=== block 1 ===
Block 1, gate-type map:
Drawn at 8 px/µm.
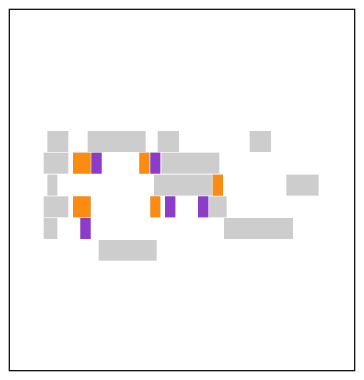
[src/rtl/and_gate_project.sv]
// Two raw board switches, synchronized and optionally debounced, ANDed onto a registered LED.
// Define AND_GATE_PROJECT_DEBOUNCE_EN to build in the per-switch debounce filter.
module and_gate_project #(
  parameter int DEBOUNCE_LIMIT = 250000,
  parameter int SYNC_STAGES    = 2
) (
  input  logic i_Clk,
  input  logic i_Rst_n,
  input  logic i_Switch_1,
  input  logic i_Switch_2,
  output logic o_LED_1
);

  logic [1:0]             sw_raw;
  logic [1:0]             sw_sync;
  logic [1:0]             sw_filt;
  logic [SYNC_STAGES-1:0] sync_q [2];

  assign sw_raw = {i_Switch_2, i_Switch_1};

  always_ff @(posedge i_Clk) begin
    for (int i = 0; i < 2; i++) begin
      if (!i_Rst_n) begin
        sync_q[i] <= '0;
      end else begin
        sync_q[i] <= {sync_q[i][SYNC_STAGES-2:0], sw_raw[i]};
      end
    end
  end

  always_comb begin
    sw_sync = '0;
    for (int i = 0; i < 2; i++) begin
      sw_sync[i] = sync_q[i][SYNC_STAGES-1];
    end
  end

`ifdef AND_GATE_PROJECT_DEBOUNCE_EN
  localparam int              CNT_W    = $clog2(DEBOUNCE_LIMIT + 1);
  localparam logic [CNT_W-1:0] CNT_LAST = CNT_W'(DEBOUNCE_LIMIT - 1);

  logic [1:0]       sw_db;
  logic [CNT_W-1:0] cnt_q [2];

  // Any sample matching the debounced state restarts the run; the state flips
  // on the DEBOUNCE_LIMIT-th consecutive differing sample.
  always_ff @(posedge i_Clk) begin
    for (int i = 0; i < 2; i++) begin
      if (!i_Rst_n) begin
        sw_db[i] <= 1'b0;
        cnt_q[i] <= '0;
      end else if (sw_sync[i] == sw_db[i]) begin
        cnt_q[i] <= '0;
      end else if (cnt_q[i] == CNT_LAST) begin
        sw_db[i] <= sw_sync[i];
        cnt_q[i] <= '0;
      end else begin
        cnt_q[i] <= cnt_q[i] + 1'b1;
      end
    end
  end

  assign sw_filt = sw_db;
`else
  logic unused_debounce_limit;

  assign unused_debounce_limit = (DEBOUNCE_LIMIT < 1);
  assign sw_filt               = sw_sync;
`endif

  always_ff @(posedge i_Clk) begin
    if (!i_Rst_n) begin
      o_LED_1 <= 1'b0;
    end else begin
      o_LED_1 <= &sw_filt;
    end
  end

endmodule

[config.mk]
export PLATFORM = sky130hd
export DESIGN_NAME = and_gate_project
export DESIGN_NICKNAME = d
export VERILOG_FILES = /design/src/rtl/and_gate_project.sv
export SDC_FILE = /design/constraint.sdc
export NUM_CORES = 1
export LEC_CHECK = 0
export ABC_AREA = 1
export ABC_CLOCK_PERIOD_IN_PS = 900
export CORE_AREA = 3 3 40 42
export CTS_CLUSTER_DIAMETER = 60
export DETAILED_ROUTE_END_ITERATION = 7
export DIE_AREA = 0 0 43 45
export GPL_TIMING_DRIVEN = 1
export SETUP_SLACK_MARGIN = 0.3
export SYNTH_ARGS = -nofsm -noshare
export SYNTH_HDL_FRONTEND = slang
export SYNTH_SLANG_ARGS = --single-unit
[constraint.sdc]
create_clock -name i_Clk -period 0.9 [get_ports i_Clk]
set_clock_uncertainty 0.2 [all_clocks]
set_input_delay 0.225 -clock i_Clk [delete_from_list [all_inputs] [get_ports i_Clk]]
set_output_delay 0.225 -clock i_Clk [all_outputs]
set_load 0.02 [all_outputs]
==> results.txt <==
count of final setup violators - 1
failing checks - negative setup slack
worst setup margin - -0.215 ns
WL met1 - 87 µm
Yosys cell types - 5
post-CTS resize count - 12
CP endpoint kind - output pin
TritonCTS clock tree - yes
clock sink count - 5
register share of total power - 45.2%
RSZ-0062 raised after global routing - true
end of the critical path - o_LED_1
Main area contributors - dfxtp_1 70%, nand2_1 13%, inv_1 10%
worst hold-check path type - input port to register
Worst R2R Path Depth - 2
critical-path cell list - buf_6
status - complete, but fails checks
Top reg by flops - sync_q
Clock power frac - 50.7%
mi-comb count - 6
## Picture notes: 'gate-type map' of block 1
family	color	cells
NAND gates	orange	5
inverters	purple	5
Post-Layout Cell Count: 39
combinational fraction of the cell area: 13.0%


=== block 2 ===
<file path="src/rtl/mem_stage_pkg.sv">
// Shared core defines: ALU op codes, memory op codes and MEM stage FSM states.
// Helper functions decode access size, alignment and store byte enables.
package mem_stage_pkg;

  typedef enum logic [3:0] {
    ALU_ADD  = 4'd0,
    ALU_SUB  = 4'd1,
    ALU_AND  = 4'd2,
    ALU_OR   = 4'd3,
    ALU_XOR  = 4'd4,
    ALU_SLL  = 4'd5,
    ALU_SRL  = 4'd6,
    ALU_SRA  = 4'd7,
    ALU_SLT  = 4'd8,
    ALU_SLTU = 4'd9
  } alu_op_t;

  typedef enum logic [3:0] {
    MEM_NONE = 4'd0,
    MEM_LB   = 4'd1,
    MEM_LH   = 4'd2,
    MEM_LW   = 4'd3,
    MEM_LD   = 4'd4,
    MEM_LBU  = 4'd5,
    MEM_LHU  = 4'd6,
    MEM_LWU  = 4'd7,
    MEM_SB   = 4'd8,
    MEM_SH   = 4'd9,
    MEM_SW   = 4'd10,
    MEM_SD   = 4'd11
  } mem_op_t;

  typedef enum logic [1:0] {
    ST_IDLE = 2'd0,
    ST_REQ  = 2'd1,
    ST_WAIT = 2'd2,
    ST_RESP = 2'd3
  } mem_state_t;

  // Stores occupy the upper half of the encoding space.
  function automatic logic is_store(mem_op_t op);
    return op[3];
  endfunction

  function automatic logic misaligned(mem_op_t op, logic [2:0] off);
    logic bad;
    bad = 1'b0;
    case (op)
      MEM_LH, MEM_LHU, MEM_SH: bad = off[0];
      MEM_LW, MEM_LWU, MEM_SW: bad = (off[1:0] != 2'b00);
      MEM_LD, MEM_SD:          bad = (off != 3'b000);
      default:                 bad = 1'b0;
    endcase
    return bad;
  endfunction

  function automatic logic [7:0] store_mask(mem_op_t op, logic [2:0] off);
    logic [7:0] m;
    m = 8'h00;
    case (op)
      MEM_SB:  m = 8'h01 << off;
      MEM_SH:  m = 8'h03 << off;
      MEM_SW:  m = 8'h0F << off;
      MEM_SD:  m = 8'hFF;
      default: m = 8'h00;
    endcase
    return m;
  endfunction

endpackage

</file>
<file path="src/rtl/mem_stage_load_align.sv">
// Load alignment: shifts the addressed bytes down to bit 0 and
// sign- or zero-extends them to the full datapath width.
module load_align
  import mem_stage_pkg::*;
#(
  parameter int XLEN = 64
) (
  input  logic [XLEN-1:0] rdata,
  input  logic [2:0]      offset,
  input  logic [3:0]      mem_op,
  output logic [XLEN-1:0] aligned
);

  logic [XLEN-1:0] sh;

  assign sh = rdata >> {offset, 3'b000};

  always_comb begin
    aligned = sh;
    case (mem_op_t'(mem_op))
      MEM_LB:  aligned = {{(XLEN-8){sh[7]}}, sh[7:0]};
      MEM_LH:  aligned = {{(XLEN-16){sh[15]}}, sh[15:0]};
      MEM_LW:  aligned = {{(XLEN-32){sh[31]}}, sh[31:0]};
      MEM_LBU: aligned = {{(XLEN-8){1'b0}}, sh[7:0]};
      MEM_LHU: aligned = {{(XLEN-16){1'b0}}, sh[15:0]};
      MEM_LWU: aligned = {{(XLEN-32){1'b0}}, sh[31:0]};
      default: aligned = sh;
    endcase
  end

endmodule

</file>
<file path="src/rtl/mem_stage.sv">
// MEM pipeline stage: issues one data-memory access per accepted op and
// returns a registered one-cycle writeback pulse.
module mem_stage
  import mem_stage_pkg::*;
#(
  parameter int XLEN   = 64,
  parameter int ADDR_W = 32
) (
  input  logic              clk,
  input  logic              rst,
  input  logic              in_valid,
  output logic              in_ready,
  input  logic [XLEN-1:0]   alu_result,
  input  logic [XLEN-1:0]   store_data,
  input  logic [3:0]        mem_op,
  input  logic [4:0]        rd_addr,
  input  logic              rd_wen,
  output logic              dmem_req_valid,
  input  logic              dmem_req_ready,
  output logic [ADDR_W-1:0] dmem_addr,
  output logic              dmem_wen,
  output logic [XLEN-1:0]   dmem_wdata,
  output logic [7:0]        dmem_wmask,
  input  logic              dmem_resp_valid,
  input  logic [XLEN-1:0]   dmem_rdata,
  output logic              wb_valid,
  output logic [4:0]        wb_rd_addr,
  output logic              wb_wen,
  output logic [XLEN-1:0]   wb_data,
  output logic              misalign
);

  mem_state_t        state;
  mem_state_t        state_nxt;
  mem_op_t           op_q;
  logic [ADDR_W-1:0] addr_q;
  logic [XLEN-1:0]   sdata_q;
  logic [4:0]        rd_q;
  logic              wen_q;

  mem_op_t           op_in;
  logic              accept;
  logic              bad_in;
  logic [2:0]        off_q;
  logic [XLEN-1:0]   load_val;

  assign op_in    = mem_op_t'(mem_op);
  assign in_ready = (state == ST_IDLE);
  assign accept   = in_valid && in_ready;
  assign bad_in   = misaligned(op_in, alu_result[2:0]);
  assign off_q    = addr_q[2:0];

  // Request side is driven purely from state and latched operands.
  assign dmem_req_valid = (state == ST_REQ);
  assign dmem_addr      = {addr_q[ADDR_W-1:3], 3'b000};
  assign dmem_wen       = is_store(op_q);
  assign dmem_wdata     = sdata_q << {off_q, 3'b000};
  assign dmem_wmask     = store_mask(op_q, off_q);

  load_align #(
    .XLEN(XLEN)
  ) u_load_align (
    .rdata  (dmem_rdata),
    .offset (off_q),
    .mem_op (op_q),
    .aligned(load_val)
  );

  always_ff @(posedge clk or posedge rst) begin
    if (rst) state <= ST_IDLE;
    else     state <= state_nxt;
  end

  always_comb begin
    state_nxt = state;
    unique case (state)
      ST_IDLE:
        if (accept && op_in != MEM_NONE && !bad_in)
          state_nxt = ST_REQ;
      ST_REQ:
        if (dmem_req_ready) state_nxt = ST_WAIT;
      ST_WAIT:
        if (dmem_resp_valid) state_nxt = ST_RESP;
      ST_RESP:
        state_nxt = ST_IDLE;
      default:
        state_nxt = ST_IDLE;
    endcase
  end

  always_ff @(posedge clk or posedge rst) begin
    if (rst) begin
      op_q       <= MEM_NONE;
      addr_q     <= '0;
      sdata_q    <= '0;
      rd_q       <= '0;
      wen_q      <= 1'b0;
      wb_valid   <= 1'b0;
      wb_rd_addr <= '0;
      wb_wen     <= 1'b0;
      wb_data    <= '0;
      misalign   <= 1'b0;
    end else begin
      wb_valid <= 1'b0;
      misalign <= 1'b0;
      if (accept) begin
        op_q    <= op_in;
        addr_q  <= alu_result[ADDR_W-1:0];
        sdata_q <= store_data;
        rd_q    <= rd_addr;
        wen_q   <= rd_wen;
        if (op_in == MEM_NONE) begin
          wb_valid   <= 1'b1;
          wb_data    <= alu_result;
          wb_rd_addr <= rd_addr;
          wb_wen     <= rd_wen;
        end else if (bad_in) begin
          wb_valid   <= 1'b1;
          misalign   <= 1'b1;
          wb_data    <= alu_result;
          wb_rd_addr <= rd_addr;
          wb_wen     <= 1'b0;
        end
      end
      // Pulse is launched on the WAIT->RESP edge so it is high during RESP.
      if (state == ST_WAIT && dmem_resp_valid) begin
        wb_valid   <= 1'b1;
        wb_data    <= load_val;
        wb_rd_addr <= rd_q;
        wb_wen     <= !is_store(op_q) && wen_q && (rd_q != 5'd0);
      end
    end
  end

endmodule

</file>
<file path="config.mk">
export PLATFORM = sky130hd
export DESIGN_NAME = mem_stage
export DESIGN_NICKNAME = d
export VERILOG_FILES = /design/src/rtl/mem_stage_pkg.sv /design/src/rtl/mem_stage_load_align.sv /design/src/rtl/mem_stage.sv
export SDC_FILE = /design/constraint.sdc
export NUM_CORES = 1
export LEC_CHECK = 0
export CAP_MARGIN = 20
export CORE_MARGIN = 5
export CORE_UTILIZATION = 30
export CTS_BUF_LIST = sky130_fd_sc_hd__clkbuf_4 sky130_fd_sc_hd__clkbuf_8
export DETAILED_ROUTE_END_ITERATION = 12
export HOLD_SLACK_MARGIN = 0.05
export PLACE_DENSITY_LB_ADDON = 0.3
export SYNTH_ARGS = -nofsm -noshare
export SYNTH_HDL_FRONTEND = slang
export SYNTH_HIERARCHICAL = 1
export SYNTH_SLANG_ARGS = --single-unit
</file>
<file path="constraint.sdc">
create_clock -name clk -period 14.9 [get_ports clk]
set_input_delay 4.47 -clock clk [delete_from_list [all_inputs] [get_ports clk]]
set_output_delay 4.47 -clock clk [all_outputs]
set_load 0.01 [all_outputs]
</file>
Block 2, sizing map:
Drawn at 2 px/µm.
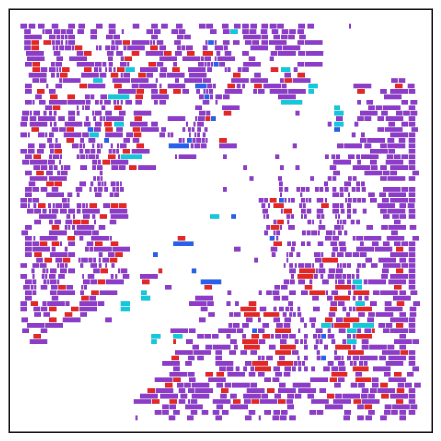
size	color	cells	most used
drive 6 and up	cyan	29	clkbuf_8
drive 1 or less	purple	1,243	clkdlybuf4s50_1
drive 3 to 4	blue	20	buf_4
drive 2	red	165	mux2_2
final non-filler cell area: 16,300 µm²
Layout area overhead: 35.1%
bufs w/o clock: 394
worst setup margin: 6.54 ns

Block 2, signal wires on met3:
Drawn at 2 px/µm.
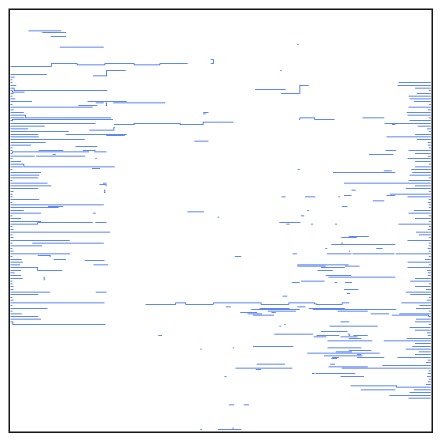
main direction	horizontal
longest straight run	50.1 µm
share of all routed wire	8.0%
wire length on this layer	3,680 µm
nets with wire on the layer	296

==> results.txt <==
status - finished clean
combinational gate area - 6730 µm²
met2 wire length - 21,200 µm
mi-comb count - 841
leading area contributor after synthesis - dfrtp_1
sequential share of the synthesized area - 37.3%
critical-path cell list - buf_4, nor2b_1, a21oi_1, mux2i_1, clkdlybuf4s50_1
Comb pwr share - 61.9%
layout cells sized above 1 - 14.7%
GR peak layer - met2
HPWL Detailed - 33,700 µm
Via density - 5.47
final core occ - 41.0%
ys async rst share - 100%
# Taps - 525
hold_sp - wen_q
Initial Util - 30.3%
final hold vios - 0
flop count - 180
clock slew seen by the registers of the worst setup and hold paths - 0.10 ns
yosys stat cell total - 1,176
AO/OA Area Share - 14.3%
# clk buffers - 19
die area - 44,400 µm²
Clock Latency Late Sink - 0.50 ns
internal power - 2.15 mW
top flop regs - sdata_q x64, wb_data x64, addr_q x32
skew final - 0.0146 ns
Post-Layout Cell Count - 1,987
total detailed-routing wirelength - 45,800 µm
TritonCTS clock tree - yes
M1 GR Usage - 26.2%
placed insts - 1,950


## Gallery

Cell classes on the final placement.
panel A
Drawn at 8 px/µm. Fill, decap, tap and diode cells in gray.
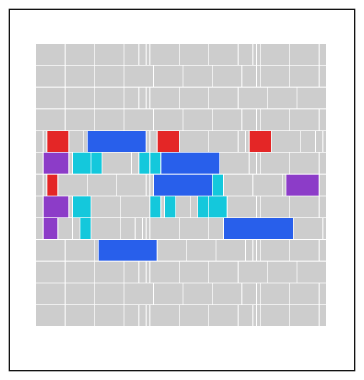
panel B
Drawn at 2 px/µm. Fill, decap, tap and diode cells in gray.
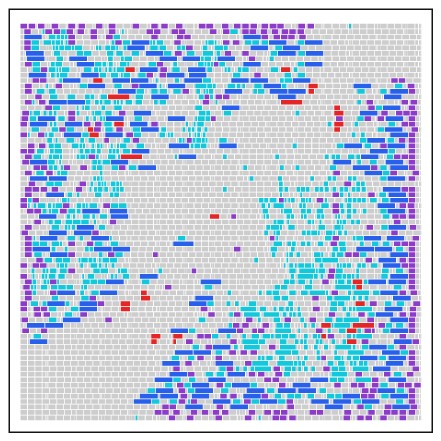
The one with the most cells is panel B.
The one with the most sequential cells is panel B.
block 1 -> panel A
block 2 -> panel B

Key to panel A:
class	color	cells
clock drivers and dummy loads	red	4
flops	blue	5
all other logic	cyan	11
other buffers and delay cells	purple	4

Power and IR drop assume default switching activity.
